=== imem_loader_flat ===
Figure 1. Clock wires, drivers and flops (imem_loader_flat).
Drawn at 3 px/um.
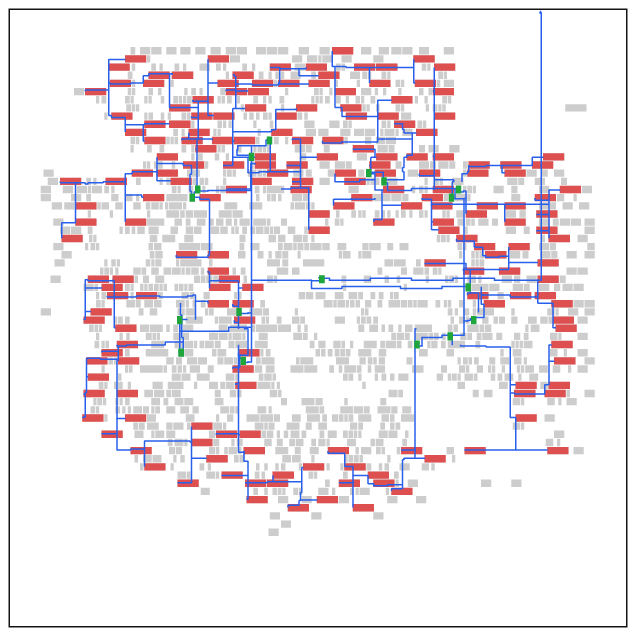
Figure 2. Supply network (imem_loader_flat).
Drawn at 2 px/um. Pins as bars on the die edge.
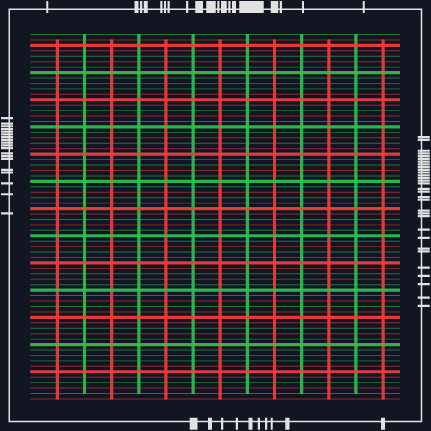
Figure 3. Routing congestion map (imem_loader_flat).
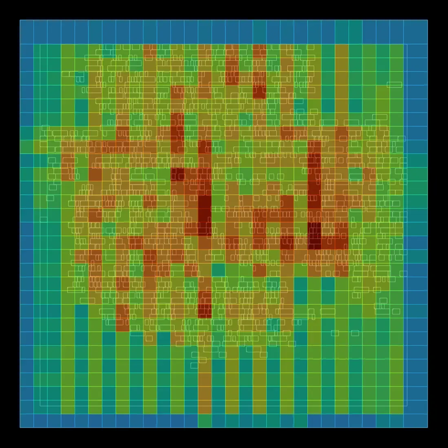
$ cat config.mk
export PLATFORM = sky130hd
export DESIGN_NAME = imem_loader_flat
export DESIGN_NICKNAME = d
export VERILOG_FILES = /design/src/rtl/imem_loader_if.sv /design/src/rtl/imem_loader.sv /design/src/flat_wrapper.sv
export SDC_FILE = /design/constraint.sdc
export NUM_CORES = 1
export LEC_CHECK = 0
export CAP_MARGIN = 20
export CORE_MARGIN = 10
export CORE_UTILIZATION = 29
export CTS_BUF_LIST = sky130_fd_sc_hd__clkbuf_2
export DETAILED_ROUTE_END_ITERATION = 8
export HOLD_SLACK_MARGIN = 0.15
export SYNTH_ARGS = -nofsm -noshare
export SYNTH_HDL_FRONTEND = slang
export SYNTH_SLANG_ARGS = --single-unit
export TNS_END_PERCENT = 20
$ cat constraint.sdc
create_clock -name SYS_clk -period 5.4 [get_ports SYS_clk]
set_input_delay 1.08 -clock SYS_clk [delete_from_list [all_inputs] [get_ports SYS_clk]]
set_output_delay 1.08 -clock SYS_clk [all_outputs]
set_load 0.01 [all_outputs]
$ cat src/rtl/imem_loader_if.sv
// imem_loader_if: host byte stream, IMEM write port and CPU start/hold signals
// of the program loader. The host side is the master, the loader the slave.
interface imem_loader_if;
    logic        LD_start;
    logic        LD_byte_valid;
    logic [7:0]  LD_byte;
    logic        LD_byte_ready;
    logic        IM_wr_en;
    logic [31:0] IM_wr_addr;
    logic [31:0] IM_wr_data;
    logic        LD_cpu_hold;
    logic [31:0] LD_pc_val;
    logic        LD_done;
    logic        LD_error;

    modport master (
        output LD_start, LD_byte_valid, LD_byte,
        input  LD_byte_ready, IM_wr_en, IM_wr_addr, IM_wr_data,
               LD_cpu_hold, LD_pc_val, LD_done, LD_error
    );

    modport slave (
        input  LD_start, LD_byte_valid, LD_byte,
        output LD_byte_ready, IM_wr_en, IM_wr_addr, IM_wr_data,
               LD_cpu_hold, LD_pc_val, LD_done, LD_error
    );
endinterface

$ cat src/rtl/imem_loader.sv
// imem_loader: write side of the instruction memory. Packs a big-endian host byte
// stream (base, count, words) into 32-bit IMEM writes while holding the CPU in reset.
module imem_loader #(
    parameter int unsigned MAX_WORDS = 256
) (
    input  logic         SYS_clk,
    input  logic         SYS_reset,
    imem_loader_if.slave ld
);

    typedef enum logic [2:0] {
        ST_IDLE     = 3'd0,
        ST_HDR_ADDR = 3'd1,
        ST_HDR_CNT  = 3'd2,
        ST_DATA     = 3'd3,
        ST_WRITE    = 3'd4,
        ST_DONE     = 3'd5,
        ST_ERROR    = 3'd6
    } state_t;

    state_t      state_r;
    state_t      next_state_s;
    logic [1:0]  byte_cnt_r;
    logic [15:0] word_idx_r;
    logic [31:0] base_r;
    logic [15:0] count_r;
    logic [31:0] word_r;

    logic        ready_r, wr_en_r, hold_r, done_r, error_r;
    logic [31:0] wr_addr_r, wr_data_r, pc_val_r;
    logic        ready_s, wr_en_s, hold_s, done_s, error_s;
    logic [31:0] wr_addr_s, wr_data_s, pc_val_s;

    logic        session_idle_s;
    logic        start_ok_s;
    logic        accept_s;
    logic        last_byte_s;
    logic        last_word_s;
    logic        count_bad_s;
    logic [31:0] base_next_s;
    logic [15:0] count_next_s;
    logic [31:0] word_next_s;
    logic [32:0] span_s;

    assign session_idle_s = (state_r == ST_IDLE) || (state_r == ST_DONE) || (state_r == ST_ERROR);
    assign start_ok_s     = ld.LD_start && session_idle_s;
    assign accept_s       = ld.LD_byte_valid && ready_r;
    assign base_next_s    = {base_r[23:0], ld.LD_byte};
    assign count_next_s   = {count_r[7:0], ld.LD_byte};
    assign word_next_s    = {word_r[23:0], ld.LD_byte};
    // Word span is summed in 33 bits so a large base cannot wrap below MAX_WORDS.
    assign span_s         = {3'b000, base_r[31:2]} + {17'd0, count_next_s};
    assign count_bad_s    = (count_next_s == 16'd0) || (span_s > 33'(MAX_WORDS));
    assign last_word_s    = (word_idx_r == (count_r - 16'd1));

    // Marks the final byte of the current header field or data word.
    always_comb begin
        last_byte_s = 1'b0;
        case (state_r)
            ST_HDR_ADDR: last_byte_s = (byte_cnt_r == 2'd3);
            ST_HDR_CNT:  last_byte_s = (byte_cnt_r == 2'd1);
            ST_DATA:     last_byte_s = (byte_cnt_r == 2'd3);
            default:     last_byte_s = 1'b0;
        endcase
    end

    // Next-state logic of the load session.
    always_comb begin
        next_state_s = state_r;
        case (state_r)
            ST_IDLE, ST_DONE, ST_ERROR: begin
                if (ld.LD_start) next_state_s = ST_HDR_ADDR;
                else             next_state_s = state_r;
            end
            ST_HDR_ADDR: begin
                if (accept_s && last_byte_s) begin
                    if (base_next_s[1:0] != 2'b00) next_state_s = ST_ERROR;
                    else                           next_state_s = ST_HDR_CNT;
                end else begin
                    next_state_s = state_r;
                end
            end
            ST_HDR_CNT: begin
                if (accept_s && last_byte_s) begin
                    if (count_bad_s) next_state_s = ST_ERROR;
                    else             next_state_s = ST_DATA;
                end else begin
                    next_state_s = state_r;
                end
            end
            ST_DATA: begin
                if (accept_s && last_byte_s) next_state_s = ST_WRITE;
                else                         next_state_s = state_r;
            end
            ST_WRITE: begin
                if (last_word_s) next_state_s = ST_DONE;
                else             next_state_s = ST_DATA;
            end
            default: next_state_s = ST_IDLE;
        endcase
    end

    // Output decode from the next state, so the registered outputs track the state register.
    always_comb begin
        ready_s   = 1'b0;
        wr_en_s   = 1'b0;
        hold_s    = 1'b1;
        done_s    = 1'b0;
        error_s   = 1'b0;
        wr_addr_s = wr_addr_r;
        wr_data_s = wr_data_r;
        pc_val_s  = pc_val_r;
        case (next_state_s)
            ST_HDR_ADDR, ST_HDR_CNT, ST_DATA: ready_s = 1'b1;
            ST_WRITE: begin
                wr_en_s   = 1'b1;
                wr_addr_s = base_r + {14'd0, word_idx_r, 2'b00};
                wr_data_s = word_next_s;
            end
            ST_DONE: begin
                hold_s   = 1'b0;
                done_s   = 1'b1;
                pc_val_s = base_r;
            end
            ST_ERROR: error_s = 1'b1;
            default:  ready_s = 1'b0;
        endcase
    end

    // State register plus header/word datapath and session counters.
    always_ff @(posedge SYS_clk) begin
        if (SYS_reset) begin
            state_r    <= ST_IDLE;
            byte_cnt_r <= 2'd0;
            word_idx_r <= 16'd0;
            base_r     <= 32'd0;
            count_r    <= 16'd0;
            word_r     <= 32'd0;
        end else begin
            state_r <= next_state_s;
            if (start_ok_s) begin
                byte_cnt_r <= 2'd0;
                word_idx_r <= 16'd0;
            end else begin
                if (accept_s) byte_cnt_r <= last_byte_s ? 2'd0 : byte_cnt_r + 2'd1;
                if (state_r == ST_WRITE) word_idx_r <= word_idx_r + 16'd1;
            end
            if (accept_s) begin
                case (state_r)
                    ST_HDR_ADDR: base_r  <= base_next_s;
                    ST_HDR_CNT:  count_r <= count_next_s;
                    ST_DATA:     word_r  <= word_next_s;
                    default:     word_r  <= word_r;
                endcase
            end
        end
    end

    // Output registers.
    always_ff @(posedge SYS_clk) begin
        if (SYS_reset) begin
            ready_r   <= 1'b0;
            wr_en_r   <= 1'b0;
            hold_r    <= 1'b1;
            done_r    <= 1'b0;
            error_r   <= 1'b0;
            wr_addr_r <= 32'd0;
            wr_data_r <= 32'd0;
            pc_val_r  <= 32'd0;
        end else begin
            ready_r   <= ready_s;
            wr_en_r   <= wr_en_s;
            hold_r    <= hold_s;
            done_r    <= done_s;
            error_r   <= error_s;
            wr_addr_r <= wr_addr_s;
            wr_data_r <= wr_data_s;
            pc_val_r  <= pc_val_s;
        end
    end

    assign ld.LD_byte_ready = ready_r;
    assign ld.IM_wr_en      = wr_en_r;
    assign ld.IM_wr_addr    = wr_addr_r;
    assign ld.IM_wr_data    = wr_data_r;
    assign ld.LD_cpu_hold   = hold_r;
    assign ld.LD_pc_val     = pc_val_r;
    assign ld.LD_done       = done_r;
    assign ld.LD_error      = error_r;

endmodule

$ cat src/flat_wrapper.sv
// flat-port wrapper written by rule: the top's interface ports become plain ports
module imem_loader_flat 
#(
    parameter int unsigned MAX_WORDS = 256
)
  (SYS_clk, SYS_reset, ld_LD_start, ld_LD_byte_valid, ld_LD_byte, ld_LD_byte_ready, ld_IM_wr_en, ld_IM_wr_addr, ld_IM_wr_data, ld_LD_cpu_hold, ld_LD_pc_val, ld_LD_done, ld_LD_error);
  imem_loader_if ld_i ();
  input  logic SYS_clk;
  input  logic SYS_reset;
  input wire logic [$bits(ld_i.LD_start)-1:0] ld_LD_start;
  input wire logic [$bits(ld_i.LD_byte_valid)-1:0] ld_LD_byte_valid;
  input wire logic [$bits(ld_i.LD_byte)-1:0] ld_LD_byte;
  output wire logic [$bits(ld_i.LD_byte_ready)-1:0] ld_LD_byte_ready;
  output wire logic [$bits(ld_i.IM_wr_en)-1:0] ld_IM_wr_en;
  output wire logic [$bits(ld_i.IM_wr_addr)-1:0] ld_IM_wr_addr;
  output wire logic [$bits(ld_i.IM_wr_data)-1:0] ld_IM_wr_data;
  output wire logic [$bits(ld_i.LD_cpu_hold)-1:0] ld_LD_cpu_hold;
  output wire logic [$bits(ld_i.LD_pc_val)-1:0] ld_LD_pc_val;
  output wire logic [$bits(ld_i.LD_done)-1:0] ld_LD_done;
  output wire logic [$bits(ld_i.LD_error)-1:0] ld_LD_error;
  assign ld_i.LD_start = ld_LD_start;
  assign ld_i.LD_byte_valid = ld_LD_byte_valid;
  assign ld_i.LD_byte = ld_LD_byte;
  assign ld_LD_byte_ready = ld_i.LD_byte_ready;
  assign ld_IM_wr_en = ld_i.IM_wr_en;
  assign ld_IM_wr_addr = ld_i.IM_wr_addr;
  assign ld_IM_wr_data = ld_i.IM_wr_data;
  assign ld_LD_cpu_hold = ld_i.LD_cpu_hold;
  assign ld_LD_pc_val = ld_i.LD_pc_val;
  assign ld_LD_done = ld_i.LD_done;
  assign ld_LD_error = ld_i.LD_error;
  imem_loader #(.MAX_WORDS(MAX_WORDS)) u_core (.SYS_clk(SYS_clk), .SYS_reset(SYS_reset), .ld(ld_i));
endmodule
==> impl_results.html <==
<h2>Synthesis and place &amp; route</h2>
<table>
<tr><th>Metric</th><th>Value</th></tr>
<tr><th colspan="2">Timing</th></tr>
<tr><td>Sum of negative setup slack</td><td>0 ns</td></tr>
<tr><td>Final WS setup</td><td>between 0.8 and 0.9 ns</td></tr>
<tr><td>Final-report hold violation count</td><td>0</td></tr>
<tr><td>Unrepaired setup endpoints after global routing</td><td>false</td></tr>
<tr><td>Max-slew headroom</td><td>0.326</td></tr>
<tr><th colspan="2">Yosys</th></tr>
<tr><td>Dominant kind of combinational cell</td><td>simple AND/OR/NAND/NOR gates</td></tr>
<tr><td>Area of the synthesized netlist per yosys stat</td><td>~10000 um^2</td></tr>
<tr><td>Most used flip-flop cell after synthesis</td><td>dfxtp_1</td></tr>
<tr><td>And-or/or-and share of the synthesized area</td><td>0.191</td></tr>
<tr><td>Ys Warns</td><td>0</td></tr>
<tr><th colspan="2">Setup path</th></tr>
<tr><td>CP Depth</td><td>14</td></tr>
<tr><td>Maximum fanout along the worst path</td><td>32</td></tr>
<tr><td>CP top delay family</td><td>AND-OR/OR-AND gates</td></tr>
<tr><td>Peak per-stage delay on the critical path</td><td>approximately 0.48 ns</td></tr>
<tr><th colspan="2">Run status</th></tr>
<tr><td>Run status</td><td>finished clean</td></tr>
<tr><th colspan="2">Worst hold path</th></tr>
<tr><td>Worst hold stages</td><td>2</td></tr>
<tr><th colspan="2">Final layout</th></tr>
<tr><td>Final non-filler cell total</td><td>around 1800</td></tr>
<tr><td>Buffering overhead</td><td>0.112</td></tr>
<tr><td>Flip-flops</td><td>roughly 190</td></tr>
<tr><td>Clock buffer instance count of the final layout</td><td>17</td></tr>
<tr><td>Layout multi-input combinational cell count</td><td>around 970</td></tr>
<tr><th colspan="2">Power and ir drop</th></tr>
<tr><td>Pwr top</td><td>registers</td></tr>
<tr><td>Leak Pwr</td><td>4.03 nW</td></tr>
<tr><td>Combinational gate power</td><td>~0.10 mW</td></tr>
<tr><td>Power density normalized to cell area</td><td>between 150 and 200 nW/um^2</td></tr>
<tr><th colspan="2">Routing</th></tr>
<tr><td>Remaining number of nets flagged by the antenna check after routing</td><td>0</td></tr>
<tr><th colspan="2">Placed design</th></tr>
<tr><td>Placed cells</td><td>between 1500 and 2000</td></tr>
<tr><th colspan="2">GRT</th></tr>
<tr><td>GR met1 Demand/Resource</td><td>0.205</td></tr>
<tr><th colspan="2">CTS</th></tr>
<tr><td>Post-CTS repair timing setup buffer count</td><td>0</td></tr>
</table>
Notes on Figure 1 above:
[blue] clock wires | length: 2410 um
[red] flip-flops | count: 194
[green] clock-net drivers | count: 17
routed clock nets: 18

Notes on Figure 2 above:
| color | net |
|---|---|
| red | VSS |
| green | VDD |
met1 rails: 68
met4 straps: 13
peak supply drop: 0.118 mV
horizontal die size: 205 um
placeable core region: 33700 um^2
height of the die: 205 um

Notes on Figure 3 above:
final core area utilization: 0.350
met3 Track Usage GR: 0.0281
GR Util met2: 0.235


=== lotr_mmio_initiator ===
Figure 4. Supply network (lotr_mmio_initiator).
Drawn at 3 px/um. Pins as bars on the die edge.
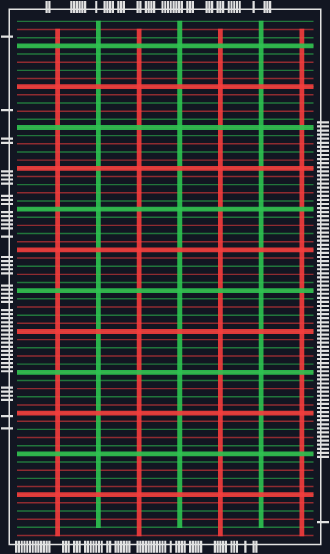
==> src/rtl/lotr_mmio_initiator.sv <==
// Fabric-side F2C MMIO initiator: issues one RD/WR request at a time,
// waits for the echoed RD_RSP, retries on timeout, counts stray responses.
module lotr_mmio_initiator #(
    parameter int unsigned TIMEOUT_CYCLES = 16,
    parameter int unsigned RETRY_MAX      = 1
) (
    input  logic        CLK_50,
    input  logic        RstQnnnH,
    input  logic        CmdValid,
    output logic        CmdReady,
    input  logic [1:0]  CmdOpcode,
    input  logic [31:0] CmdAddress,
    input  logic [31:0] CmdData,
    output logic        DoneValid,
    output logic [1:0]  DoneStatus,
    output logic [31:0] DoneData,
    output logic [7:0]  StrayCnt,
    output logic        F2C_ReqValidQ500H,
    output logic [1:0]  F2C_ReqOpcodeQ500H,
    output logic [31:0] F2C_ReqAddressQ500H,
    output logic [31:0] F2C_ReqDataQ500H,
    input  logic        F2C_RspValidQ502H,
    input  logic [1:0]  F2C_RspOpcodeQ502H,
    input  logic [31:0] F2C_RspAddressQ502H,
    input  logic [31:0] F2C_RspDataQ502H
);

    localparam logic [1:0] OP_RD     = 2'd0;
    localparam logic [1:0] OP_WR     = 2'd1;
    localparam logic [1:0] OP_RD_RSP = 2'd2;

    localparam logic [1:0] ST_OK      = 2'b00;
    localparam logic [1:0] ST_TIMEOUT = 2'b01;
    localparam logic [1:0] ST_ILLEGAL = 2'b10;

    localparam int unsigned TIMER_W  = $clog2(TIMEOUT_CYCLES + 1);
    localparam int unsigned RETRY_W  = 3;
    localparam int unsigned OFFS_W   = 20;
    localparam int unsigned STRAY_W  = 8;

    typedef enum logic [1:0] {
        S_IDLE = 2'd0,
        S_REQ  = 2'd1,
        S_WAIT = 2'd2,
        S_DONE = 2'd3
    } state_e;

    state_e              state_q, state_d;
    logic                cmd_ready_q, cmd_ready_d;
    logic                done_valid_q, done_valid_d;
    logic [1:0]          done_status_q, done_status_d;
    logic [31:0]         done_data_q, done_data_d;
    logic [STRAY_W-1:0]  stray_q, stray_d;
    logic                req_valid_q, req_valid_d;
    logic [1:0]          req_op_q, req_op_d;
    logic [31:0]         req_addr_q, req_addr_d;
    logic [31:0]         req_data_q, req_data_d;
    logic [1:0]          cap_op_q, cap_op_d;
    logic [31:0]         cap_addr_q, cap_addr_d;
    logic [31:0]         cap_data_q, cap_data_d;
    logic [TIMER_W-1:0]  timer_q, timer_d;
    logic [RETRY_W-1:0]  retry_q, retry_d;

    logic                rsp_match;
    logic                rsp_consumed;
    logic                unused_rsp_addr_hi;

    // Upper response address bits are not part of the match
    assign unused_rsp_addr_hi = ^F2C_RspAddressQ502H[31:OFFS_W];

    // Response belongs to the outstanding request (CR offset compare only)
    assign rsp_match = F2C_RspValidQ502H
                     && (F2C_RspOpcodeQ502H == OP_RD_RSP)
                     && (F2C_RspAddressQ502H[OFFS_W-1:0] == cap_addr_q[OFFS_W-1:0]);

    // State and output registers
    always_ff @(posedge CLK_50 or negedge RstQnnnH) begin
        if (!RstQnnnH) begin
            state_q       <= S_IDLE;
            cmd_ready_q   <= 1'b0;
            done_valid_q  <= 1'b0;
            done_status_q <= '0;
            done_data_q   <= '0;
            stray_q       <= '0;
            req_valid_q   <= 1'b0;
            req_op_q      <= '0;
            req_addr_q    <= '0;
            req_data_q    <= '0;
            cap_op_q      <= '0;
            cap_addr_q    <= '0;
            cap_data_q    <= '0;
            timer_q       <= '0;
            retry_q       <= '0;
        end else begin
            state_q       <= state_d;
            cmd_ready_q   <= cmd_ready_d;
            done_valid_q  <= done_valid_d;
            done_status_q <= done_status_d;
            done_data_q   <= done_data_d;
            stray_q       <= stray_d;
            req_valid_q   <= req_valid_d;
            req_op_q      <= req_op_d;
            req_addr_q    <= req_addr_d;
            req_data_q    <= req_data_d;
            cap_op_q      <= cap_op_d;
            cap_addr_q    <= cap_addr_d;
            cap_data_q    <= cap_data_d;
            timer_q       <= timer_d;
            retry_q       <= retry_d;
        end
    end

    // Next-state and next-output logic
    always_comb begin
        state_d       = state_q;
        cmd_ready_d   = 1'b0;
        done_valid_d  = 1'b0;
        done_status_d = done_status_q;
        done_data_d   = done_data_q;
        req_valid_d   = 1'b0;
        req_op_d      = req_op_q;
        req_addr_d    = req_addr_q;
        req_data_d    = req_data_q;
        cap_op_d      = cap_op_q;
        cap_addr_d    = cap_addr_q;
        cap_data_d    = cap_data_q;
        timer_d       = timer_q;
        retry_d       = retry_q;
        rsp_consumed  = 1'b0;

        unique case (state_q)
            S_IDLE: begin
                cmd_ready_d = 1'b1;
                if (CmdValid && cmd_ready_q) begin
                    cmd_ready_d = 1'b0;
                    cap_op_d    = CmdOpcode;
                    cap_addr_d  = CmdAddress;
                    cap_data_d  = CmdData;
                    if ((CmdOpcode == OP_RD) || (CmdOpcode == OP_WR)) begin
                        state_d     = S_REQ;
                        req_valid_d = 1'b1;
                        req_op_d    = CmdOpcode;
                        req_addr_d  = CmdAddress;
                        req_data_d  = CmdData;
                    end else begin
                        state_d       = S_DONE;
                        done_valid_d  = 1'b1;
                        done_status_d = ST_ILLEGAL;
                        done_data_d   = '0;
                    end
                end
            end

            S_REQ: begin
                timer_d = TIMER_W'(TIMEOUT_CYCLES);
                state_d = S_WAIT;
            end

            S_WAIT: begin
                if (rsp_match) begin
                    rsp_consumed  = 1'b1;
                    state_d       = S_DONE;
                    done_valid_d  = 1'b1;
                    done_status_d = ST_OK;
                    done_data_d   = (cap_op_q == OP_RD) ? F2C_RspDataQ502H : 32'h0;
                end else if (timer_q <= TIMER_W'(1)) begin
                    timer_d = '0;
                    if (retry_q < RETRY_W'(RETRY_MAX)) begin
                        retry_d     = retry_q + RETRY_W'(1);
                        state_d     = S_REQ;
                        req_valid_d = 1'b1;
                        req_op_d    = cap_op_q;
                        req_addr_d  = cap_addr_q;
                        req_data_d  = cap_data_q;
                    end else begin
                        state_d       = S_DONE;
                        done_valid_d  = 1'b1;
                        done_status_d = ST_TIMEOUT;
                        done_data_d   = '0;
                    end
                end else begin
                    timer_d = timer_q - TIMER_W'(1);
                end
            end

            S_DONE: begin
                retry_d     = '0;
                state_d     = S_IDLE;
                cmd_ready_d = 1'b1;
            end

            default: begin
                state_d = S_IDLE;
            end
        endcase

        stray_d = stray_q;
        if (F2C_RspValidQ502H && !rsp_consumed && (stray_q != {STRAY_W{1'b1}})) begin
            stray_d = stray_q + STRAY_W'(1);
        end
    end

    assign CmdReady            = cmd_ready_q;
    assign DoneValid           = done_valid_q;
    assign DoneStatus          = done_status_q;
    assign DoneData            = done_data_q;
    assign StrayCnt            = stray_q;
    assign F2C_ReqValidQ500H   = req_valid_q;
    assign F2C_ReqOpcodeQ500H  = req_op_q;
    assign F2C_ReqAddressQ500H = req_addr_q;
    assign F2C_ReqDataQ500H    = req_data_q;

endmodule

==> config.mk <==
export PLATFORM = sky130hd
export DESIGN_NAME = lotr_mmio_initiator
export DESIGN_NICKNAME = d
export VERILOG_FILES = /design/src/rtl/lotr_mmio_initiator.sv
export SDC_FILE = /design/constraint.sdc
export NUM_CORES = 1
export LEC_CHECK = 0
export CAP_MARGIN = 30
export CORE_ASPECT_RATIO = 1.75
export CORE_MARGIN = 2
export CORE_UTILIZATION = 48
export CTS_CLUSTER_DIAMETER = 60
export DETAILED_ROUTE_END_ITERATION = 12
export PLACE_DENSITY_LB_ADDON = 0.15
export SETUP_SLACK_MARGIN = 0.15
export SLEW_MARGIN = 10
export SYNTH_ARGS = -nofsm -noshare
export SYNTH_HDL_FRONTEND = slang
export SYNTH_SLANG_ARGS = --single-unit
==> constraint.sdc <==
create_clock -name CLK_50 -period 2.4 [get_ports CLK_50]
set_input_delay 0.36 -clock CLK_50 [delete_from_list [all_inputs] [get_ports CLK_50]]
set_output_delay 0.36 -clock CLK_50 [all_outputs]
set_load 0.01 [all_outputs]
==> impl_results.html <==
<h2>Synthesis and place &amp; route</h2>
<table>
<tr><th>Metric</th><th>Value</th></tr>
<tr><th colspan="2">Run status</th></tr>
<tr><td>Run status</td><td>finished clean</td></tr>
<tr><th colspan="2">Setup path</th></tr>
<tr><td>Worst-path cell chain</td><td>inv_1 -&gt; ha_2 -&gt; and4b_1 -&gt; nor2_1 -&gt; a21oi_1 -&gt; o31ai_4 -&gt; buf_12 -&gt; buf_12 -&gt; nand2_1 -&gt; o21ai_1</td></tr>
<tr><td>CP startpoint kind</td><td>flip-flop</td></tr>
<tr><td>Peak per-stage delay on the critical path</td><td>roughly 0.42 ns</td></tr>
<tr><td>Worst EP required</td><td>roughly 2.7 ns</td></tr>
<tr><td>Worst path arrival time</td><td>2.48 ns</td></tr>
<tr><th colspan="2">Routing</th></tr>
<tr><td>Remaining design rule violation count</td><td>0</td></tr>
<tr><td>Vias</td><td>roughly 6800</td></tr>
<tr><td>Per-cell via count in the routed design</td><td>slightly above 5</td></tr>
<tr><th colspan="2">Power and ir drop</th></tr>
<tr><td>Relative contribution of the clock network to total power</td><td>0.200</td></tr>
<tr><td>Switching fraction of total power</td><td>0.362</td></tr>
<tr><td>Power density normalized to cell area</td><td>1170 nW/um^2</td></tr>
<tr><th colspan="2">GRT</th></tr>
<tr><td>Residual overflow from global routing</td><td>0</td></tr>
<tr><td>Global-route wire length before repair</td><td>around 33000 um</td></tr>
<tr><td>Met3 Track Usage GR</td><td>0.0579</td></tr>
<tr><th colspan="2">CTS</th></tr>
<tr><td>Insertion delay to the later sink of the worst-skew pair</td><td>between 0.4 and 0.5 ns</td></tr>
<tr><td>Number of buffers created by CTS</td><td>17</td></tr>
<tr><th colspan="2">Yosys</th></tr>
<tr><td>Share of Yosys cell area claimed by the top area cell type</td><td>0.564</td></tr>
<tr><td>Commonest cells post-synth</td><td>nand2_1 (345), dfrtp_1 (187), o21ai_1 (88), mux2i_1 (65), o21ai_0 (25)</td></tr>
<tr><td>Synth async-reset ratio</td><td>1.00</td></tr>
<tr><td>Total standard cell area after synthesis</td><td>a little over 8000 um^2</td></tr>
<tr><th colspan="2">Final layout</th></tr>
<tr><td>Non-clk bufs</td><td>about 270</td></tr>
<tr><td>Layout cells sized above 1</td><td>0.0690</td></tr>
<tr><th colspan="2">Timing</th></tr>
<tr><td>Number of slew-limit violations in the final report</td><td>0</td></tr>
</table>
About Figure 4:
| color | net |
|---|---|
| red | VSS |
| green | VDD |
met1 rails: 64
signal pins: 247
rows: 63
met4 straps: 7
peak supply drop: 0.674 mV
placeable core region: 16900 um^2
height of the die: 178 um
horizontal die size: 103 um


=== mem2_port_arbiter_flat ===
Figure 5. Clock wires, drivers and flops (mem2_port_arbiter_flat).
Drawn at 4 px/um.
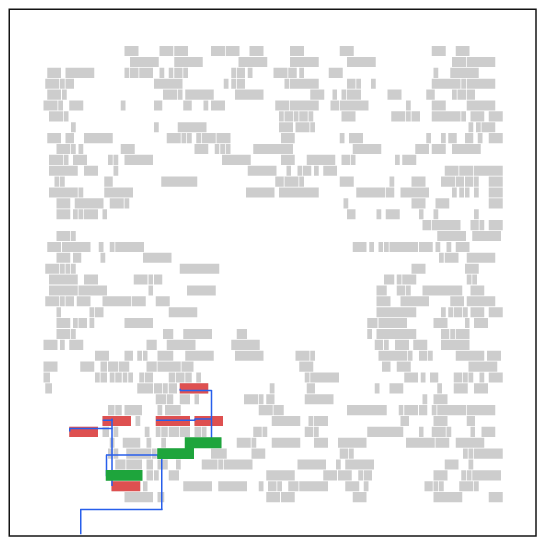
Figure 6. Wiring by layer (mem2_port_arbiter_flat).
Drawn at 4 px/um. Only two layers are drawn.
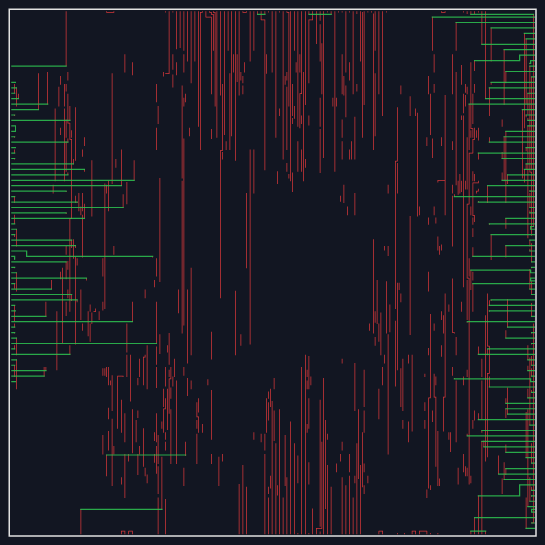
Figure 7. Cell area per tile (mem2_port_arbiter_flat).
Drawn at 2 px/um. 13 x 13 tiles, from white (low) to dark blue (high), 0 to 100% covered.
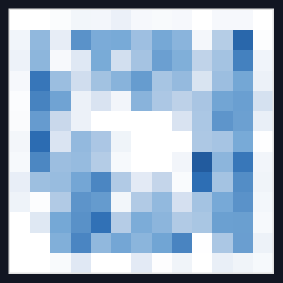
--- src/rtl/mem2_port_arbiter_if.sv ---
// Bundle between the two memory-port requesters, the memory, and the port-2 arbiter.
// master = requester/memory side, slave = arbiter side.
interface mem2_port_arbiter_if #(
  parameter int AW = 32,
  parameter int DW = 32
);
  logic          r0_req;
  logic          r0_we;
  logic [1:0]    r0_size;
  logic [AW-1:0] r0_addr;
  logic [DW-1:0] r0_wdata;
  logic          r0_gnt;
  logic          r0_rvalid;

  logic          r1_req;
  logic          r1_we;
  logic [1:0]    r1_size;
  logic [AW-1:0] r1_addr;
  logic [DW-1:0] r1_wdata;
  logic          r1_gnt;
  logic          r1_rvalid;

  logic [DW-1:0] rdata;

  logic          mem_rden;
  logic          mem_we;
  logic [1:0]    mem_size;
  logic [AW-1:0] mem_addr;
  logic [DW-1:0] mem_wdata;
  logic [DW-1:0] mem_rdata;

  logic          busy;

  modport master (
    output r0_req, r0_we, r0_size, r0_addr, r0_wdata,
    input  r0_gnt, r0_rvalid,
    output r1_req, r1_we, r1_size, r1_addr, r1_wdata,
    input  r1_gnt, r1_rvalid,
    input  rdata,
    input  mem_rden, mem_we, mem_size, mem_addr, mem_wdata,
    output mem_rdata,
    input  busy
  );

  modport slave (
    input  r0_req, r0_we, r0_size, r0_addr, r0_wdata,
    output r0_gnt, r0_rvalid,
    input  r1_req, r1_we, r1_size, r1_addr, r1_wdata,
    output r1_gnt, r1_rvalid,
    output rdata,
    output mem_rden, mem_we, mem_size, mem_addr, mem_wdata,
    input  mem_rdata,
    output busy
  );
endinterface

--- src/rtl/mem2_port_arbiter.sv ---
// Round-robin arbiter for OTTER data-memory port 2 (CPU vs DMA/debug), one transaction in flight.
// Grants combinationally in IDLE; reads hold the port for RD_LAT cycles until the data cycle.
module mem2_port_arbiter #(
  parameter int AW     = 32,
  parameter int DW     = 32,
  parameter int RD_LAT = 1
) (
  input  logic               clk,
  input  logic               RST,
  mem2_port_arbiter_if.slave bus
);

  typedef enum logic [0:0] {IDLE, RD_WAIT} state_t;

  localparam logic [2:0] RD_LAT_C = 3'(RD_LAT);

  state_t     state_q, state_d;
  logic       owner_q, owner_d;
  logic       last_gnt_q, last_gnt_d;
  logic [2:0] rd_cnt_q, rd_cnt_d;

  logic          grant;
  logic          sel;
  logic          sel_we;
  logic [1:0]    sel_size;
  logic [AW-1:0] sel_addr;
  logic [DW-1:0] sel_wdata;
  logic          data_cyc;

  // On a tie the requester that did not win last time is served.
  always_comb begin
    sel       = 1'b0;
    sel_we    = 1'b0;
    sel_size  = '0;
    sel_addr  = '0;
    sel_wdata = '0;
    if (bus.r0_req && bus.r1_req) begin
      sel = ~last_gnt_q;
    end else begin
      sel = bus.r1_req;
    end
    if (sel) begin
      sel_we    = bus.r1_we;
      sel_size  = bus.r1_size;
      sel_addr  = bus.r1_addr;
      sel_wdata = bus.r1_wdata;
    end else begin
      sel_we    = bus.r0_we;
      sel_size  = bus.r0_size;
      sel_addr  = bus.r0_addr;
      sel_wdata = bus.r0_wdata;
    end
    grant    = !RST && (state_q == IDLE) && (bus.r0_req || bus.r1_req);
    data_cyc = !RST && (state_q == RD_WAIT) && (rd_cnt_q == 3'd1);
  end

  always_comb begin
    bus.r0_gnt    = grant && !sel;
    bus.r1_gnt    = grant && sel;
    bus.mem_we    = grant && sel_we;
    bus.mem_rden  = grant && !sel_we;
    bus.mem_size  = grant ? sel_size  : 2'b00;
    bus.mem_addr  = grant ? sel_addr  : '0;
    bus.mem_wdata = grant ? sel_wdata : '0;
    bus.r0_rvalid = data_cyc && !owner_q;
    bus.r1_rvalid = data_cyc && owner_q;
    bus.busy      = !RST && (state_q == RD_WAIT);
    bus.rdata     = bus.mem_rdata;
  end

  always_comb begin
    state_d    = state_q;
    owner_d    = owner_q;
    last_gnt_d = last_gnt_q;
    rd_cnt_d   = rd_cnt_q;
    if (grant) begin
      last_gnt_d = sel;
      if (!sel_we) begin
        owner_d  = sel;
        rd_cnt_d = RD_LAT_C;
        state_d  = RD_WAIT;
      end
    end
    if (state_q == RD_WAIT) begin
      rd_cnt_d = rd_cnt_q - 3'd1;
      if (rd_cnt_q == 3'd1) begin
        state_d = IDLE;
      end
    end
  end

  // last_gnt resets to 1 so requester 0 wins the first tie.
  always_ff @(posedge clk) begin
    if (RST) begin
      state_q    <= IDLE;
      owner_q    <= 1'b0;
      last_gnt_q <= 1'b1;
      rd_cnt_q   <= 3'd0;
    end else begin
      state_q    <= state_d;
      owner_q    <= owner_d;
      last_gnt_q <= last_gnt_d;
      rd_cnt_q   <= rd_cnt_d;
    end
  end

endmodule

--- src/flat_wrapper.sv ---
// flat-port wrapper written by rule: the top's interface ports become plain ports
module mem2_port_arbiter_flat 
#(
  parameter int AW     = 32,
  parameter int DW     = 32,
  parameter int RD_LAT = 1
)
  (clk, RST, bus_r0_req, bus_r0_we, bus_r0_size, bus_r0_addr, bus_r0_wdata, bus_r0_gnt, bus_r0_rvalid, bus_r1_req, bus_r1_we, bus_r1_size, bus_r1_addr, bus_r1_wdata, bus_r1_gnt, bus_r1_rvalid, bus_rdata, bus_mem_rden, bus_mem_we, bus_mem_size, bus_mem_addr, bus_mem_wdata, bus_mem_rdata, bus_busy);
  mem2_port_arbiter_if #(.AW(AW), .DW(DW)) bus_i ();
  input  logic clk;
  input  logic RST;
  input wire logic [$bits(bus_i.r0_req)-1:0] bus_r0_req;
  input wire logic [$bits(bus_i.r0_we)-1:0] bus_r0_we;
  input wire logic [$bits(bus_i.r0_size)-1:0] bus_r0_size;
  input wire logic [$bits(bus_i.r0_addr)-1:0] bus_r0_addr;
  input wire logic [$bits(bus_i.r0_wdata)-1:0] bus_r0_wdata;
  output wire logic [$bits(bus_i.r0_gnt)-1:0] bus_r0_gnt;
  output wire logic [$bits(bus_i.r0_rvalid)-1:0] bus_r0_rvalid;
  input wire logic [$bits(bus_i.r1_req)-1:0] bus_r1_req;
  input wire logic [$bits(bus_i.r1_we)-1:0] bus_r1_we;
  input wire logic [$bits(bus_i.r1_size)-1:0] bus_r1_size;
  input wire logic [$bits(bus_i.r1_addr)-1:0] bus_r1_addr;
  input wire logic [$bits(bus_i.r1_wdata)-1:0] bus_r1_wdata;
  output wire logic [$bits(bus_i.r1_gnt)-1:0] bus_r1_gnt;
  output wire logic [$bits(bus_i.r1_rvalid)-1:0] bus_r1_rvalid;
  output wire logic [$bits(bus_i.rdata)-1:0] bus_rdata;
  output wire logic [$bits(bus_i.mem_rden)-1:0] bus_mem_rden;
  output wire logic [$bits(bus_i.mem_we)-1:0] bus_mem_we;
  output wire logic [$bits(bus_i.mem_size)-1:0] bus_mem_size;
  output wire logic [$bits(bus_i.mem_addr)-1:0] bus_mem_addr;
  output wire logic [$bits(bus_i.mem_wdata)-1:0] bus_mem_wdata;
  input wire logic [$bits(bus_i.mem_rdata)-1:0] bus_mem_rdata;
  output wire logic [$bits(bus_i.busy)-1:0] bus_busy;
  assign bus_i.r0_req = bus_r0_req;
  assign bus_i.r0_we = bus_r0_we;
  assign bus_i.r0_size = bus_r0_size;
  assign bus_i.r0_addr = bus_r0_addr;
  assign bus_i.r0_wdata = bus_r0_wdata;
  assign bus_r0_gnt = bus_i.r0_gnt;
  assign bus_r0_rvalid = bus_i.r0_rvalid;
  assign bus_i.r1_req = bus_r1_req;
  assign bus_i.r1_we = bus_r1_we;
  assign bus_i.r1_size = bus_r1_size;
  assign bus_i.r1_addr = bus_r1_addr;
  assign bus_i.r1_wdata = bus_r1_wdata;
  assign bus_r1_gnt = bus_i.r1_gnt;
  assign bus_r1_rvalid = bus_i.r1_rvalid;
  assign bus_rdata = bus_i.rdata;
  assign bus_mem_rden = bus_i.mem_rden;
  assign bus_mem_we = bus_i.mem_we;
  assign bus_mem_size = bus_i.mem_size;
  assign bus_mem_addr = bus_i.mem_addr;
  assign bus_mem_wdata = bus_i.mem_wdata;
  assign bus_i.mem_rdata = bus_mem_rdata;
  assign bus_busy = bus_i.busy;
  mem2_port_arbiter #(.AW(AW), .DW(DW), .RD_LAT(RD_LAT)) u_core (.clk(clk), .RST(RST), .bus(bus_i));
endmodule
--- config.mk ---
export PLATFORM = sky130hd
export DESIGN_NAME = mem2_port_arbiter_flat
export DESIGN_NICKNAME = d
export VERILOG_FILES = /design/src/rtl/mem2_port_arbiter_if.sv /design/src/rtl/mem2_port_arbiter.sv /design/src/flat_wrapper.sv
export SDC_FILE = /design/constraint.sdc
export NUM_CORES = 1
export LEC_CHECK = 0
export ABC_AREA = 1
export CELL_PAD_IN_SITES_DETAIL_PLACEMENT = 0
export CELL_PAD_IN_SITES_GLOBAL_PLACEMENT = 1
export CORE_MARGIN = 8
export CORE_UTILIZATION = 11
export CTS_CLUSTER_DIAMETER = 200
export CTS_CLUSTER_SIZE = 24
export DETAILED_ROUTE_END_ITERATION = 8
export PLACE_DENSITY_LB_ADDON = 0.1
export SYNTH_ARGS = -nofsm -noshare
export SYNTH_HDL_FRONTEND = slang
export SYNTH_SLANG_ARGS = --single-unit
--- constraint.sdc ---
create_clock -name clk -period 2.1 [get_ports clk]
set_input_delay 0.42 -clock clk [delete_from_list [all_inputs] [get_ports clk]]
set_output_delay 0.42 -clock clk [all_outputs]
set_load 0.1 [all_outputs]
==> impl_results.html <==
<h2>Synthesis and place &amp; route</h2>
<table>
<tr><th>Metric</th><th>Value</th></tr>
<tr><th colspan="2">Power and ir drop</th></tr>
<tr><td>Switching fraction of total power</td><td>0.507</td></tr>
<tr><th colspan="2">Placed design</th></tr>
<tr><td>Global placement routability congestion</td><td>just under 0.8</td></tr>
<tr><td>Worst-case setup slack after placement</td><td>-0.351 ns</td></tr>
<tr><th colspan="2">Timing</th></tr>
<tr><td>Final-report hold violation count</td><td>0</td></tr>
<tr><td>Post-Route Skew</td><td>0.00164 ns</td></tr>
<tr><th colspan="2">Routing</th></tr>
<tr><td>Vias</td><td>2499</td></tr>
<tr><td>Total routed wirelength</td><td>10800 um</td></tr>
<tr><td>Remaining design rule violation count</td><td>0</td></tr>
<tr><td>1st-iter DRT viols</td><td>between 60 and 70</td></tr>
<tr><th colspan="2">Final layout</th></tr>
<tr><td>Final non-filler cell total</td><td>around 680</td></tr>
<tr><td>Number of nets in the final layout</td><td>between 600 and 700</td></tr>
<tr><td>Dominant logic cell type in the layout</td><td>nand2_1</td></tr>
<tr><th colspan="2">Yosys</th></tr>
<tr><td>Total standard cell area after synthesis</td><td>roughly 1500 um^2</td></tr>
<tr><td>Register area share after synthesis</td><td>0.0821</td></tr>
<tr><td>Mapped Avg Cell Area</td><td>about 4.8 um^2</td></tr>
<tr><td>Post-synthesis cell count from yosys</td><td>305</td></tr>
<tr><th colspan="2">Run status</th></tr>
<tr><td>Run status</td><td>finished clean</td></tr>
<tr><th colspan="2">Worst hold path</th></tr>
<tr><td>Hold Crit Endpoint</td><td>u_core.rd_cnt_q[1]$_SDFFE_PP0P_</td></tr>
<tr><th colspan="2">CTS</th></tr>
<tr><td>Number of buffers created by CTS</td><td>3</td></tr>
<tr><td>CTS tree</td><td>built</td></tr>
<tr><th colspan="2">Flow run</th></tr>
<tr><td>Count of max-cap constraint violations</td><td>0</td></tr>
<tr><th colspan="2">Floorplan</th></tr>
<tr><td>Height of the die</td><td>~130 um</td></tr>
<tr><th colspan="2">Setup path</th></tr>
<tr><td>Register-to-Register Setup Slack</td><td>slightly below 0.7 ns</td></tr>
</table>
## Picture notes: Figure 5
[red] flip-flops | count: 6
[blue] clock wires | length: 140 um
[green] clock-net drivers | count: 3
routed clock nets: 4
flops lie: south-west

## Picture notes: Figure 6
| color | layer | wire length |
|---|---|---|
| green | M3 | 1270 um |
| red | M2 | 5000 um |

## Picture notes: Figure 7
mean over tiles: 28%
nearly empty tiles: 16%
emptiest ninth of the die: center
tiles over 75% full: 1.8%
densest ninth of the die: east
effective utilization at floorplan: 0.111
final core area utilization: 0.379
placeable core region: 13100 um^2


=== hilo_unit ===
Figure 8. Supply network (hilo_unit).
Drawn at 2 px/um. Pins as bars on the die edge.
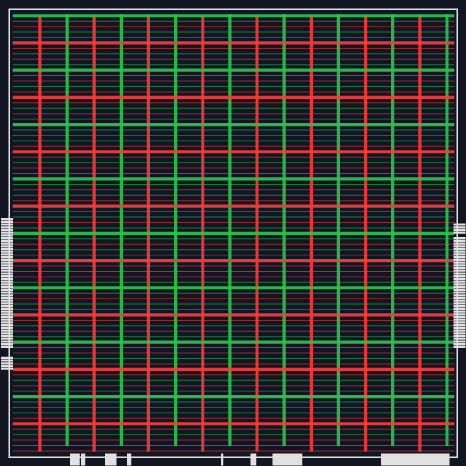
Figure 9. Clock wires, drivers and flops (hilo_unit).
Drawn at 2 px/um.
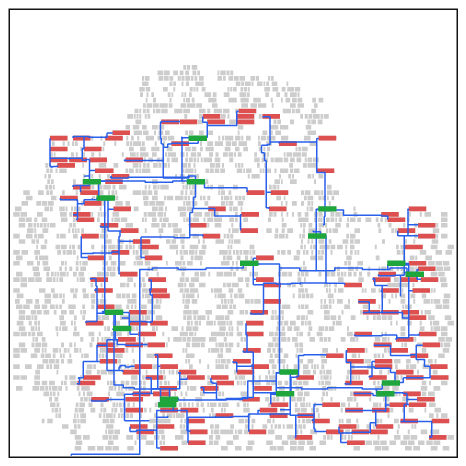
===== src/rtl/hilo_unit.sv =====
// HI/LO register pair with an iterative radix-2 multiplier/divider (WIDTH+1 cycle latency)
// and MTHI/MTLO write port; drives {HI,LO} back to the ALU.
module hilo_unit #(
    parameter int unsigned WIDTH = 32
) (
    input  logic               clk_cpu,
    input  logic               reset,
    input  logic               start,
    input  logic [1:0]         op,
    input  logic [WIDTH-1:0]   rs,
    input  logic [WIDTH-1:0]   rt,
    input  logic               mt_en,
    input  logic               mt_sel,
    input  logic [WIDTH-1:0]   mt_data,
    output logic [2*WIDTH-1:0] hilo_q,
    output logic               busy,
    output logic               done,
    output logic               div_by_zero
);

    localparam int unsigned CW = (WIDTH > 1) ? $clog2(WIDTH) : 1;
    localparam logic [CW-1:0] LAST = CW'(WIDTH - 1);

    localparam logic [1:0] IDLE = 2'd0;
    localparam logic [1:0] RUN  = 2'd1;
    localparam logic [1:0] FIX  = 2'd2;

    logic [1:0]         state_q, state_d;
    logic [CW-1:0]      cnt_q, cnt_d;
    logic [2*WIDTH-1:0] acc_q, acc_d;
    logic [WIDTH-1:0]   mag_q, mag_d;
    logic               neg_q, neg_d;
    logic               rneg_q, rneg_d;
    logic               isdiv_q, isdiv_d;
    logic               dbz_q, dbz_d;
    logic [2*WIDTH-1:0] hilo_d;
    logic               done_q, done_d;
    logic               dz_q, dz_d;

    logic               a_neg, b_neg;
    logic [WIDTH-1:0]   a_mag, b_mag;
    logic [WIDTH:0]     mul_sum;
    logic [2*WIDTH-1:0] mul_next;
    logic [WIDTH:0]     div_trial;
    logic [2*WIDTH-1:0] div_next;
    logic [2*WIDTH-1:0] prod_fix;
    logic [WIDTH-1:0]   quo_fix, rem_fix;

    assign busy        = (state_q != IDLE);
    assign done        = done_q;
    assign div_by_zero = dz_q;

    always_comb begin
        a_neg = ~op[0] & rs[WIDTH-1];
        b_neg = ~op[0] & rt[WIDTH-1];
        a_mag = a_neg ? -rs : rs;
        b_mag = b_neg ? -rt : rt;

        // Multiply: acc = {partial product, remaining multiplier bits}, shifted right each step.
        mul_sum  = {1'b0, acc_q[2*WIDTH-1:WIDTH]} + (acc_q[0] ? {1'b0, mag_q} : '0);
        mul_next = {mul_sum, acc_q[WIDTH-1:1]};

        // Divide: acc = {remainder, dividend/quotient}; borrow in the trial keeps the old remainder.
        div_trial = {acc_q[2*WIDTH-1:WIDTH], acc_q[WIDTH-1]} - {1'b0, mag_q};
        div_next  = div_trial[WIDTH] ? {acc_q[2*WIDTH-2:0], 1'b0}
                                     : {div_trial[WIDTH-1:0], acc_q[WIDTH-2:0], 1'b1};

        prod_fix = neg_q  ? -acc_q : acc_q;
        quo_fix  = neg_q  ? -acc_q[WIDTH-1:0] : acc_q[WIDTH-1:0];
        rem_fix  = rneg_q ? -acc_q[2*WIDTH-1:WIDTH] : acc_q[2*WIDTH-1:WIDTH];
    end

    always_comb begin
        state_d = state_q;
        cnt_d   = cnt_q;
        acc_d   = acc_q;
        mag_d   = mag_q;
        neg_d   = neg_q;
        rneg_d  = rneg_q;
        isdiv_d = isdiv_q;
        dbz_d   = dbz_q;
        hilo_d  = hilo_q;
        done_d  = 1'b0;
        dz_d    = 1'b0;

        case (state_q)
            IDLE: begin
                if (start) begin
                    isdiv_d = op[1];
                    neg_d   = a_neg ^ b_neg;
                    rneg_d  = a_neg;
                    cnt_d   = '0;
                    if (op[1]) begin
                        acc_d   = {{WIDTH{1'b0}}, a_mag};
                        mag_d   = b_mag;
                        dbz_d   = (rt == '0);
                        state_d = (rt == '0) ? FIX : RUN;
                    end else begin
                        acc_d   = {{WIDTH{1'b0}}, b_mag};
                        mag_d   = a_mag;
                        dbz_d   = 1'b0;
                        state_d = RUN;
                    end
                end else if (mt_en) begin
                    if (mt_sel) hilo_d[WIDTH-1:0]       = mt_data;
                    else        hilo_d[2*WIDTH-1:WIDTH] = mt_data;
                end
            end
            RUN: begin
                acc_d = isdiv_q ? div_next : mul_next;
                cnt_d = cnt_q + 1'b1;
                if (cnt_q == LAST) state_d = FIX;
            end
            FIX: begin
                state_d = IDLE;
                done_d  = 1'b1;
                if (dbz_q)        dz_d   = 1'b1;
                else if (isdiv_q) hilo_d = {rem_fix, quo_fix};
                else              hilo_d = prod_fix;
            end
            default: state_d = IDLE;
        endcase
    end

    always_ff @(posedge clk_cpu or negedge reset) begin
        if (!reset) begin
            state_q <= IDLE;
            cnt_q   <= '0;
            acc_q   <= '0;
            mag_q   <= '0;
            neg_q   <= 1'b0;
            rneg_q  <= 1'b0;
            isdiv_q <= 1'b0;
            dbz_q   <= 1'b0;
            hilo_q  <= '0;
            done_q  <= 1'b0;
            dz_q    <= 1'b0;
        end else begin
            state_q <= state_d;
            cnt_q   <= cnt_d;
            acc_q   <= acc_d;
            mag_q   <= mag_d;
            neg_q   <= neg_d;
            rneg_q  <= rneg_d;
            isdiv_q <= isdiv_d;
            dbz_q   <= dbz_d;
            hilo_q  <= hilo_d;
            done_q  <= done_d;
            dz_q    <= dz_d;
        end
    end

endmodule


===== config.mk =====
export PLATFORM = sky130hd
export DESIGN_NAME = hilo_unit
export DESIGN_NICKNAME = d
export VERILOG_FILES = /design/src/rtl/hilo_unit.sv
export SDC_FILE = /design/constraint.sdc
export NUM_CORES = 1
export LEC_CHECK = 0
export CORE_UTILIZATION = 31
export DETAILED_ROUTE_END_ITERATION = 12
export PLACE_DENSITY = 0.55
export SLEW_MARGIN = 15
export SYNTH_ARGS = -nofsm -noshare
export SYNTH_HDL_FRONTEND = slang
export SYNTH_SLANG_ARGS = --single-unit

===== constraint.sdc =====
create_clock -name clk_cpu -period 9.2 [get_ports clk_cpu]
set_clock_uncertainty 0.2 [all_clocks]
set_input_delay 2.3 -clock clk_cpu [delete_from_list [all_inputs] [get_ports clk_cpu]]
set_output_delay 2.3 -clock clk_cpu [all_outputs]
set_load 0.02 [all_outputs]

==> impl_results.html <==
<h2>Synthesis and place &amp; route</h2>
<table>
<tr><th>Metric</th><th>Value</th></tr>
<tr><th colspan="2">Placed design</th></tr>
<tr><td>Detailed-placement wirelength estimate</td><td>roughly 43000 um</td></tr>
<tr><th colspan="2">Timing</th></tr>
<tr><td>Transition at the pin with the smallest max-transition slack</td><td>between 1 and 1.5 ns</td></tr>
<tr><td>Sum of negative setup slack</td><td>0 ns</td></tr>
<tr><th colspan="2">Routing</th></tr>
<tr><td>Met2 Wirelength</td><td>24600 um</td></tr>
<tr><td>Per-cell via count in the routed design</td><td>approximately 5.6</td></tr>
<tr><td>Vias</td><td>approximately 15000</td></tr>
<tr><th colspan="2">GRT</th></tr>
<tr><td>GRT Util Overall</td><td>0.225</td></tr>
<tr><td>GR Util met2</td><td>0.346</td></tr>
<tr><th colspan="2">Run status</th></tr>
<tr><td>Run status</td><td>finished clean</td></tr>
<tr><th colspan="2">Final layout</th></tr>
<tr><td>Flip-flops</td><td>around 170</td></tr>
<tr><td>Leading cell types in the layout, fill and taps excluded</td><td>nor2_1 (243), nand2_1 (214), o21ai_0 (191)</td></tr>
<tr><td>Layout cells sized above 1</td><td>0.0493</td></tr>
<tr><td>Clock buffer instance count of the final layout</td><td>19</td></tr>
<tr><td>Inverters</td><td>around 60</td></tr>
<tr><td>Flop share of the area</td><td>0.242</td></tr>
<tr><th colspan="2">Yosys</th></tr>
<tr><td>Most used flip-flop cell after synthesis</td><td>dfrtp_1</td></tr>
<tr><td>Synth Area in Adders</td><td>0.0604</td></tr>
<tr><th colspan="2">Power and ir drop</th></tr>
<tr><td>Switching fraction of total power</td><td>0.511</td></tr>
<tr><td>Design Power</td><td>6.99 mW</td></tr>
<tr><th colspan="2">Setup path</th></tr>
<tr><td>Maximum fanout along the worst path</td><td>6</td></tr>
<tr><th colspan="2">CTS</th></tr>
<tr><td>CTS tree</td><td>built</td></tr>
</table>
Notes on Figure 8 above:
| color | net |
|---|---|
| red | VSS |
| green | VDD |
met5 straps: 16
met1 rails: 81
signal pins: 170
placeable core region: 48000 um^2
height of the die: 223 um
horizontal die size: 223 um

Notes on Figure 9 above:
[blue] clock wires | length: 2830 um
[green] clock-net drivers | count: 17
[red] flip-flops | count: 173
routed clock nets: 18



==> screenshots <==
Cell area per tile.
image #1
Drawn at 1.5 px/um. 21 x 21 tiles, from white (low) to dark blue (high), 0 to 100% covered.
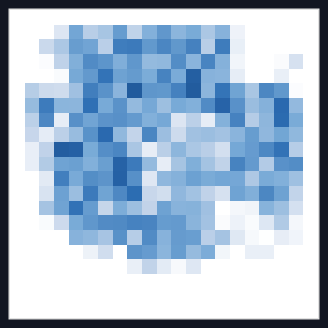
image #2
Drawn at 2 px/um. 10 x 18 tiles, from white (low) to dark blue (high), 0 to 100% covered.
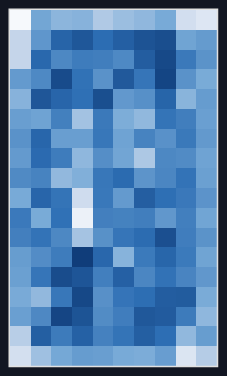
image #3
Drawn at 1 px/um. 22 x 22 tiles, from white (low) to dark blue (high), 0 to 100% covered.
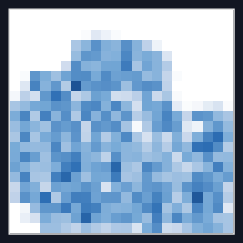
image #2 -> lotr_mmio_initiator
image #1 -> imem_loader_flat
image #3 -> hilo_unit

Key to image #1:
emptiest ninth of the die: south-east
densest ninth of the die: north
fullest tile: 83%
mean over tiles: 27%
nearly empty tiles: 39%

No activity file was given, so power comes from the tool's default toggle rates.
